######## design 1 ########
**Design 1: signal wires by layer**

Drawn at 2 px/micron.
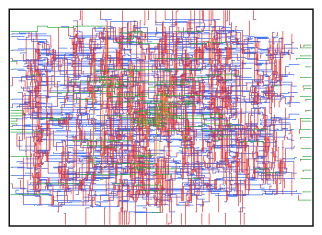
**Design 1: sequential cells colored by netlist name**

Drawn at 2 px/micron. Other sequential cells in the stronger gray, the rest of the logic in the fainter gray.
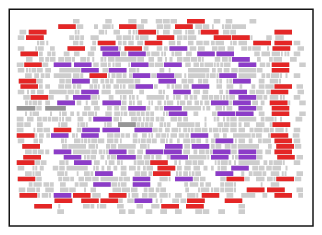
==> src/rtl/lfsr_pkg.sv <==
// Shared definitions for the leap-forward LFSR bank: supported lengths, tap table,
// lane-select width helper and the sequencer state type.
package lfsr_pkg;

    typedef enum logic {
        PRIME = 1'b0,
        RUN   = 1'b1
    } fsm_t;

    function automatic bit lfsr_legal(input int len);
        return (len == 9) || (len == 17) || (len == 25) ||
               (len == 33) || (len == 41) || (len == 63);
    endfunction

    // Second feedback tap; the first is always the MSB.
    function automatic int lfsr_tap(input int len);
        case (len)
            9:       return 4;
            17:      return 13;
            25:      return 21;
            33:      return 19;
            41:      return 37;
            63:      return 61;
            default: return 0;
        endcase
    endfunction

    function automatic int lane_bits(input int lanes);
        return (lanes > 1) ? $clog2(lanes) : 1;
    endfunction

endpackage

==> src/rtl/lfsr_bank_if.sv <==
// Seed-write and draw-stream signals of the LFSR bank. master = host/consumer side,
// slave = the bank itself.
interface lfsr_bank_if
    import lfsr_pkg::*;
#(
    parameter int LANES = 4,
    parameter int STATE = 17,
    parameter int WIDTH = 16
);
    localparam int LW = lane_bits(LANES);

    logic                   seed_valid;
    logic [LW-1:0]          seed_lane;
    logic [STATE-1:0]       seed_data;
    logic                   seed_ready;
    logic                   out_valid;
    logic                   out_ready;
    logic [LANES*WIDTH-1:0] out_data;
    logic                   lockup;

    modport master (
        output seed_valid, seed_lane, seed_data, out_ready,
        input  seed_ready, out_valid, out_data, lockup
    );

    modport slave (
        input  seed_valid, seed_lane, seed_data, out_ready,
        output seed_ready, out_valid, out_data, lockup
    );

endinterface

==> src/rtl/lfsr_leap.sv <==
// One XNOR Fibonacci lane: state register, STEP-shift leap unrolled in one cycle,
// seed load and all-ones lockup repair.
module lfsr_leap
    import lfsr_pkg::*;
#(
    parameter int STATE = 17,
    parameter int WIDTH = 16,
    parameter int STEP  = 16,
    parameter int INIT  = 0
) (
    input  logic             clock,
    input  logic             resetN,
    input  logic             run,
    input  logic             load,
    input  logic             advance,
    input  logic [STATE-1:0] seed,
    output logic [WIDTH-1:0] draw,
    output logic             repair
);
    localparam int               TAP   = lfsr_tap(STATE);
    localparam logic [STATE-1:0] ONES  = '1;
    localparam logic [STATE-1:0] FIXED = {{(STATE-1){1'b1}}, 1'b0};

    logic [STATE-1:0] state;
    logic [STATE-1:0] leap;
    logic             seed_locked;
    logic             state_locked;

    always_comb begin
        leap = state;
        for (int k = 0; k < STEP; k++) begin
            leap = {leap[STATE-2:0], leap[STATE-1] ~^ leap[TAP]};
        end
    end

    // All-ones is the XNOR fixed point; it is replaced rather than ever stored.
    assign seed_locked  = (seed == ONES);
    assign state_locked = run && (state == ONES);
    assign repair       = load ? seed_locked : state_locked;
    assign draw         = state[WIDTH-1:0];

    always_ff @(posedge clock or negedge resetN) begin
        if (!resetN) begin
            state <= STATE'(INIT);
        end else if (load) begin
            state <= seed_locked ? FIXED : seed;
        end else if (state_locked) begin
            state <= FIXED;
        end else if (advance) begin
            state <= leap;
        end
    end

endmodule

==> src/rtl/lfsr_bank.sv <==
// Multi-lane leap-forward LFSR source with valid/ready draw stream, per-lane
// runtime seeding and sticky lockup indication.
module lfsr_bank
    import lfsr_pkg::*;
#(
    parameter int LANES = 4,
    parameter int STATE = 17,
    parameter int WIDTH = 16,
    parameter int STEP  = 16
) (
    input  logic        clock,
    input  logic        resetN,
    lfsr_bank_if.slave  bus
);
    localparam int LW = lane_bits(LANES);

    if (!lfsr_legal(STATE)) begin : g_bad_state
        $error("lfsr_bank: unsupported STATE %0d", STATE);
    end
    if ((WIDTH < 1) || (WIDTH > STATE)) begin : g_bad_width
        $error("lfsr_bank: WIDTH %0d out of range", WIDTH);
    end
    if ((STEP < 1) || (STEP > STATE)) begin : g_bad_step
        $error("lfsr_bank: STEP %0d out of range", STEP);
    end

    fsm_t             fsm;
    logic             seed_take;
    logic             draw_take;
    logic             capture;
    logic [LANES-1:0] repair;
    logic [WIDTH-1:0] draw [LANES];

    assign seed_take = (fsm == RUN) && bus.seed_valid;
    assign draw_take = (fsm == RUN) && bus.out_valid && bus.out_ready;
    // A seed freezes every lane so the draw after PRIME continues without a skip.
    assign capture   = (fsm == PRIME) || (draw_take && !seed_take);

    for (genvar i = 0; i < LANES; i++) begin : g_lane
        lfsr_leap #(
            .STATE (STATE),
            .WIDTH (WIDTH),
            .STEP  (STEP),
            .INIT  (i)
        ) u_leap (
            .clock   (clock),
            .resetN  (resetN),
            .run     (fsm == RUN),
            .load    (seed_take && (bus.seed_lane == LW'(i))),
            .advance (capture),
            .seed    (bus.seed_data),
            .draw    (draw[i]),
            .repair  (repair[i])
        );
    end

    always_ff @(posedge clock or negedge resetN) begin
        if (!resetN) begin
            fsm            <= PRIME;
            bus.out_valid  <= 1'b0;
            bus.seed_ready <= 1'b0;
            bus.out_data   <= '0;
            bus.lockup     <= 1'b0;
        end else begin
            if (|repair) begin
                bus.lockup <= 1'b1;
            end
            case (fsm)
                PRIME: begin
                    bus.out_valid  <= 1'b1;
                    bus.seed_ready <= 1'b1;
                    fsm            <= RUN;
                end
                RUN: begin
                    if (seed_take) begin
                        bus.out_valid  <= 1'b0;
                        bus.seed_ready <= 1'b0;
                        fsm            <= PRIME;
                    end
                end
                default: fsm <= PRIME;
            endcase
            if (capture) begin
                for (int l = 0; l < LANES; l++) begin
                    bus.out_data[l*WIDTH +: WIDTH] <= draw[l];
                end
            end
        end
    end

endmodule
==> src/flat_wrapper.sv <==
// flat-port wrapper written by rule: the top's interface ports become plain ports
module lfsr_bank_flat import lfsr_pkg::*;
#(
    parameter int LANES = 4,
    parameter int STATE = 17,
    parameter int WIDTH = 16,
    parameter int STEP  = 16
)
  (clock, resetN, bus_seed_valid, bus_seed_lane, bus_seed_data, bus_out_ready, bus_seed_ready, bus_out_valid, bus_out_data, bus_lockup);
  lfsr_bank_if #(.LANES(LANES), .STATE(STATE), .WIDTH(WIDTH)) bus_i ();
  input  logic clock;
  input  logic resetN;
  input wire logic [$bits(bus_i.seed_valid)-1:0] bus_seed_valid;
  input wire logic [$bits(bus_i.seed_lane)-1:0] bus_seed_lane;
  input wire logic [$bits(bus_i.seed_data)-1:0] bus_seed_data;
  input wire logic [$bits(bus_i.out_ready)-1:0] bus_out_ready;
  output wire logic [$bits(bus_i.seed_ready)-1:0] bus_seed_ready;
  output wire logic [$bits(bus_i.out_valid)-1:0] bus_out_valid;
  output wire logic [$bits(bus_i.out_data)-1:0] bus_out_data;
  output wire logic [$bits(bus_i.lockup)-1:0] bus_lockup;
  assign bus_i.seed_valid = bus_seed_valid;
  assign bus_i.seed_lane = bus_seed_lane;
  assign bus_i.seed_data = bus_seed_data;
  assign bus_i.out_ready = bus_out_ready;
  assign bus_seed_ready = bus_i.seed_ready;
  assign bus_out_valid = bus_i.out_valid;
  assign bus_out_data = bus_i.out_data;
  assign bus_lockup = bus_i.lockup;
  lfsr_bank #(.LANES(LANES), .STATE(STATE), .WIDTH(WIDTH), .STEP(STEP)) u_core (.clock(clock), .resetN(resetN), .bus(bus_i));
endmodule
==> config.mk <==
export PLATFORM = sky130hd
export DESIGN_NAME = lfsr_bank_flat
export DESIGN_NICKNAME = d
export VERILOG_FILES = /design/src/rtl/lfsr_pkg.sv /design/src/rtl/lfsr_bank_if.sv /design/src/rtl/lfsr_leap.sv /design/src/rtl/lfsr_bank.sv /design/src/flat_wrapper.sv
export SDC_FILE = /design/constraint.sdc
export NUM_CORES = 1
export LEC_CHECK = 0
export ABC_AREA = 0
export CORE_ASPECT_RATIO = 0.7
export CORE_MARGIN = 3
export CORE_UTILIZATION = 57
export DETAILED_ROUTE_END_ITERATION = 10
export PLACE_DENSITY = 0.78
export SETUP_SLACK_MARGIN = 0.05
export SLEW_MARGIN = 20
export SYNTH_ARGS = -nofsm -noshare
export SYNTH_HDL_FRONTEND = slang
export SYNTH_HIERARCHICAL = 1
export SYNTH_SLANG_ARGS = --single-unit
==> constraint.sdc <==
create_clock -name clock -period 2.6 [get_ports clock]
set_clock_uncertainty 0.2 [all_clocks]
set_input_delay 0.65 -clock clock [delete_from_list [all_inputs] [get_ports clock]]
set_output_delay 0.65 -clock clock [all_outputs]
set_load 0.005 [all_outputs]
==> run summary <==
The following summarizes the physical implementation.

Run status
The run finished with clean final reports.

Floorplan
The effective utilization at floorplan is 0.5927.

Final timing
Derived from the worst setup path, the maximum achievable clock frequency is around 440 MHz. For reference, the final report shows the hold violation count at 0. The number of pins exceeding their max-slew limit in the final report is 0.

Detailed routing
The number of iterations in the first detailed-routing pass is 5. For this block, wires on met1 add up to approximately 9800 microns. Wire segments on met3 add up to approximately 1400 microns in the final route.

Cells and area
The area taken by flip-flops and latches is 3388 sq um.

Pwr
The switching component of the power is between 3 and 4 mW.

Synth
The mapped cell area is between 8000 and 9000 sq um. The synthesis area per yosys is approximately 8400 sq um. The number of standard cells after synthesis is 864. The cell type with the highest aggregate area in the netlist is sky130_fd_sc_hd__dfrtp_1.

The cell-mix breakdown from Yosys lists the simple-gate area share as 0.2290.

GRT
The global routing usage on met1 is 0.4067. The via count of the first global-routing pass came to between 6,000 and 7,000. The first global-routing pass estimated roughly 36,000 microns of wire.

Clocking
The clock passes through at most 2 buffers.

Placed design
The number of placed instances, taps included is between 1,000 and 1,500.

Setup path
The top fanout value on the critical path is 4. The critical-path cell with the highest stage delay is sky130_fd_sc_hd__clkdlybuf4s50_1. Setup slack on the worst reg-to-reg path comes out at roughly 0.45 ns.
Notes on 'signal wires by layer' of design 1 above:
color	layer	wire length
green	M3	1,400 microns
blue	M1	9,790 microns
red	M2	10,000 microns
orange	M4	411 microns

Notes on 'sequential cells colored by netlist name' of design 1 above:
color	signal	sequential cells
purple	`u_core/g_lane.u_leap/state`	68
red	`u_core/bus.out_data`	64


######## design 2 ########
$ cat config.mk
export PLATFORM = sky130hd
export DESIGN_NAME = multicycle_ctrl
export DESIGN_NICKNAME = d
export VERILOG_FILES = /design/src/rtl/multicycle_ctrl.sv
export SDC_FILE = /design/constraint.sdc
export NUM_CORES = 1
export LEC_CHECK = 0
export CAP_MARGIN = 20
export CELL_PAD_IN_SITES_DETAIL_PLACEMENT = 0
export CELL_PAD_IN_SITES_GLOBAL_PLACEMENT = 1
export CORE_AREA = 2 2 91 93
export DETAILED_ROUTE_END_ITERATION = 8
export DIE_AREA = 0 0 93 95
export PLACE_DENSITY = 0.72
export SLEW_MARGIN = 20
export SYNTH_ARGS = -nofsm -noshare
export SYNTH_HDL_FRONTEND = slang
export SYNTH_SLANG_ARGS = --single-unit
$ cat constraint.sdc
create_clock -name clk -period 1.8 [get_ports clk]
set_clock_uncertainty 0.15 [all_clocks]
set_input_delay 0.36 -clock clk [delete_from_list [all_inputs] [get_ports clk]]
set_output_delay 0.36 -clock clk [all_outputs]
set_load 0.03 [all_outputs]
$ cat src/rtl/multicycle_ctrl.sv
// Multi-cycle instruction sequencer: one instruction in flight, drives operand
// selects for its whole lifetime and strobes memory, writeback and PC update.
module multicycle_ctrl #(
    parameter int RET_W = 32
) (
    input  logic             clk,
    input  logic             rst_n,
    input  logic             halt,
    input  logic             instr_valid,
    output logic             instr_ready,
    input  logic [31:0]      instr,
    input  logic             branch_taken,
    input  logic             mem_ack,
    output logic [1:0]       operand_ASel,
    output logic [1:0]       extend_Sel,
    output logic             operand_BSel,
    output logic             mem_req,
    output logic             mem_we,
    output logic             reg_wr_en,
    output logic             wb_sel,
    output logic             pc_en,
    output logic [1:0]       next_pc_sel,
    output logic             illegal_instr,
    output logic [RET_W-1:0] retired
);
    localparam logic [6:0] OP_R      = 7'b0110011;
    localparam logic [6:0] OP_IALU   = 7'b0010011;
    localparam logic [6:0] OP_LOAD   = 7'b0000011;
    localparam logic [6:0] OP_STORE  = 7'b0100011;
    localparam logic [6:0] OP_BRANCH = 7'b1100011;
    localparam logic [6:0] OP_JAL    = 7'b1101111;
    localparam logic [6:0] OP_JALR   = 7'b1100111;
    localparam logic [6:0] OP_LUI    = 7'b0110111;
    localparam logic [6:0] OP_AUIPC  = 7'b0010111;

    typedef enum logic [2:0] {S_FETCH, S_DECODE, S_EXEC, S_MEM, S_WB} state_t;

    typedef struct packed {
        logic       legal;
        logic [1:0] asel;
        logic [1:0] ext;
        logic       bsel;
    } dec_t;

    function automatic dec_t decode(input logic [6:0] op);
        dec_t d;
        d = '0;
        d.legal = 1'b1;
        case (op)
            OP_R, OP_BRANCH:            ;
            OP_IALU, OP_LOAD:           d.bsel = 1'b1;
            OP_STORE:  begin d.bsel = 1'b1; d.ext = 2'b10; end
            OP_JAL, OP_JALR:            d.asel = 2'b01;
            OP_LUI:    begin d.asel = 2'b11; d.bsel = 1'b1; d.ext = 2'b01; end
            OP_AUIPC:  begin d.asel = 2'b10; d.bsel = 1'b1; d.ext = 2'b01; end
            default:                    d.legal = 1'b0;
        endcase
        return d;
    endfunction

    state_t           state_q, state_d;
    logic [6:0]       op_q;
    dec_t             sel_q;
    logic [RET_W-1:0] retired_q;
    logic             retire;
    logic             accept;
    logic             unused_instr_hi;

    assign unused_instr_hi = ^instr[31:7];
    assign accept = (state_q == S_FETCH) && instr_valid && !halt;

    // Selects are decoded straight off the fetched word at accept so they are
    // already stable during DECODE and hold until the next accept.
    always_ff @(posedge clk or negedge rst_n) begin
        if (!rst_n) begin
            state_q   <= S_FETCH;
            op_q      <= '0;
            sel_q     <= '0;
            retired_q <= '0;
        end else begin
            state_q <= state_d;
            if (accept) begin
                op_q  <= instr[6:0];
                sel_q <= decode(instr[6:0]);
            end
            if (retire) retired_q <= retired_q + RET_W'(1);
        end
    end

    always_comb begin
        state_d       = state_q;
        instr_ready   = 1'b0;
        mem_req       = 1'b0;
        mem_we        = 1'b0;
        reg_wr_en     = 1'b0;
        wb_sel        = 1'b0;
        pc_en         = 1'b0;
        next_pc_sel   = 2'b00;
        illegal_instr = 1'b0;
        retire        = 1'b0;
        case (state_q)
            S_FETCH: begin
                instr_ready = !halt;
                if (accept) state_d = S_DECODE;
            end
            S_DECODE: begin
                if (decode(op_q).legal) begin
                    state_d = S_EXEC;
                end else begin
                    illegal_instr = 1'b1;
                    pc_en         = 1'b1;
                    state_d       = S_FETCH;
                end
            end
            S_EXEC: begin
                if (op_q == OP_BRANCH) begin
                    pc_en       = 1'b1;
                    next_pc_sel = {1'b0, branch_taken};
                    retire      = 1'b1;
                    state_d     = S_FETCH;
                end else if (op_q == OP_LOAD || op_q == OP_STORE) begin
                    state_d = S_MEM;
                end else begin
                    state_d = S_WB;
                end
            end
            S_MEM: begin
                mem_req = 1'b1;
                mem_we  = (op_q == OP_STORE);
                if (mem_ack) begin
                    if (op_q == OP_STORE) begin
                        pc_en   = 1'b1;
                        retire  = 1'b1;
                        state_d = S_FETCH;
                    end else begin
                        state_d = S_WB;
                    end
                end
            end
            S_WB: begin
                reg_wr_en   = 1'b1;
                wb_sel      = (op_q == OP_LOAD);
                pc_en       = 1'b1;
                retire      = 1'b1;
                next_pc_sel = (op_q == OP_JAL)  ? 2'b10 :
                              (op_q == OP_JALR) ? 2'b11 : 2'b00;
                state_d     = S_FETCH;
            end
            default: state_d = S_FETCH;
        endcase
    end

    assign operand_ASel = sel_q.asel;
    assign extend_Sel   = sel_q.ext;
    assign operand_BSel = sel_q.bsel;
    assign retired      = retired_q;
endmodule

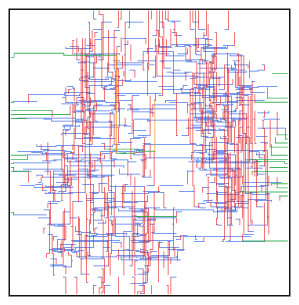
**Above:** design 2 (signal wires by layer).
Drawn at 3 px/micron.
color	layer	wire length
orange	M4	49.6 microns
green	M3	255 microns
blue	M1	2,740 microns
red	M2	3,210 microns

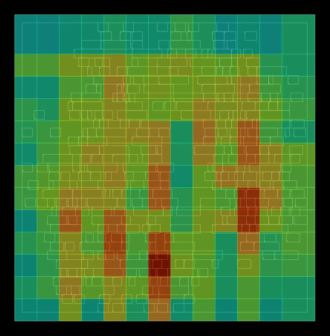
**Above:** design 2 (track usage over the die).
met2 track demand over resource: 0.2512
grt met3 use: 0.03352
Global Route Usage Sum: 0.1441
final core area utilization: 0.5019

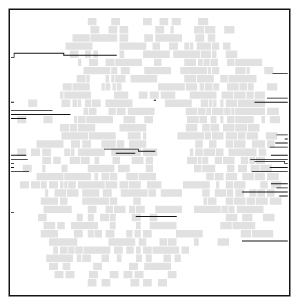
**Above:** design 2 (metal 3).
Drawn at 3 px/micron. Cells faint in the background.
nets with wire on the layer	30
longest straight run	19.6 microns
share of all routed wire	4.1%
wire length on this layer	255 microns

==> run summary <==
The following summarizes the physical implementation.

Clocking
The clock-pin slew reported for the worst setup and hold paths after clock tree synthesis is roughly 0.09 ns. The later-pin clock latency in the skew report is approximately 0.30 ns. The number of buffers added for setup after CTS is 16.

Synth
Counting flops with a built-in enable in the synthesized netlist gives 0. During synthesis, Yosys emitted a total of 0 warnings. The dominant cell by count in the synthesized netlist is sky130_fd_sc_hd__dfrtp_1. The area fraction of the largest cell type after synthesis is 0.5095.

The cell type with the highest aggregate area in the netlist is sky130_fd_sc_hd__dfrtp_1.

Detailed routing
The detailed-route via count is 2,078.

Cells and area
Per the cell usage report, the commonest logic cell in the layout is sky130_fd_sc_hd__buf_4. The final report lists a non-filler cell total of between 400 and 500. The register with the most flip-flops in the layout has 32 of them. Per the layout area report, the combinational gate area comes to 1345 sq um. The area taken by sequential standard cells is reported as 1180 sq um. The final layout report lists a non-clock buffer count of roughly 140.

Final timing
The worst-case max-slew headroom was logged as 0.6788. The final setup slack of the worst path is -0.3932 ns. The end-of-flow timing check tallies setup violations at 40. Setup repair after global routing could not meet its margin everywhere.

Pwr
The power report puts the leakage power at ~2 nW.

GRT
The via count of the first global-routing pass is around 2,200.

Setup path
The critical path startpoint category is a flip-flop.

Job
The number of warnings the tools reported is around 54.

Floorplan
The core box area is approximately 8000 sq um.

Run status
The run finished, with violations left. The checks that failed: negative setup slack.


==> gallery <==
Clock network drawn from the DEF.
(a)
Drawn at 4 px/micron.
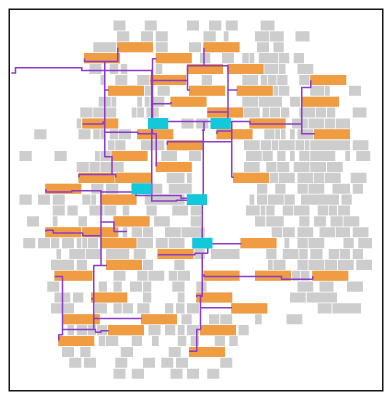
(b)
Drawn at 2 px/micron.
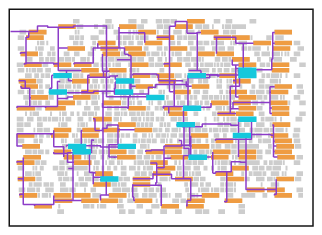
(b) comes from design 1.
(a) comes from design 2.

Key to (a):
[orange] flip-flops | count: 47
[purple] clock wires | length: 604 microns
[cyan] clock-net drivers | count: 5
routed clock nets	6

Power figures rest on the tool's default switching activity, not on a simulated workload.
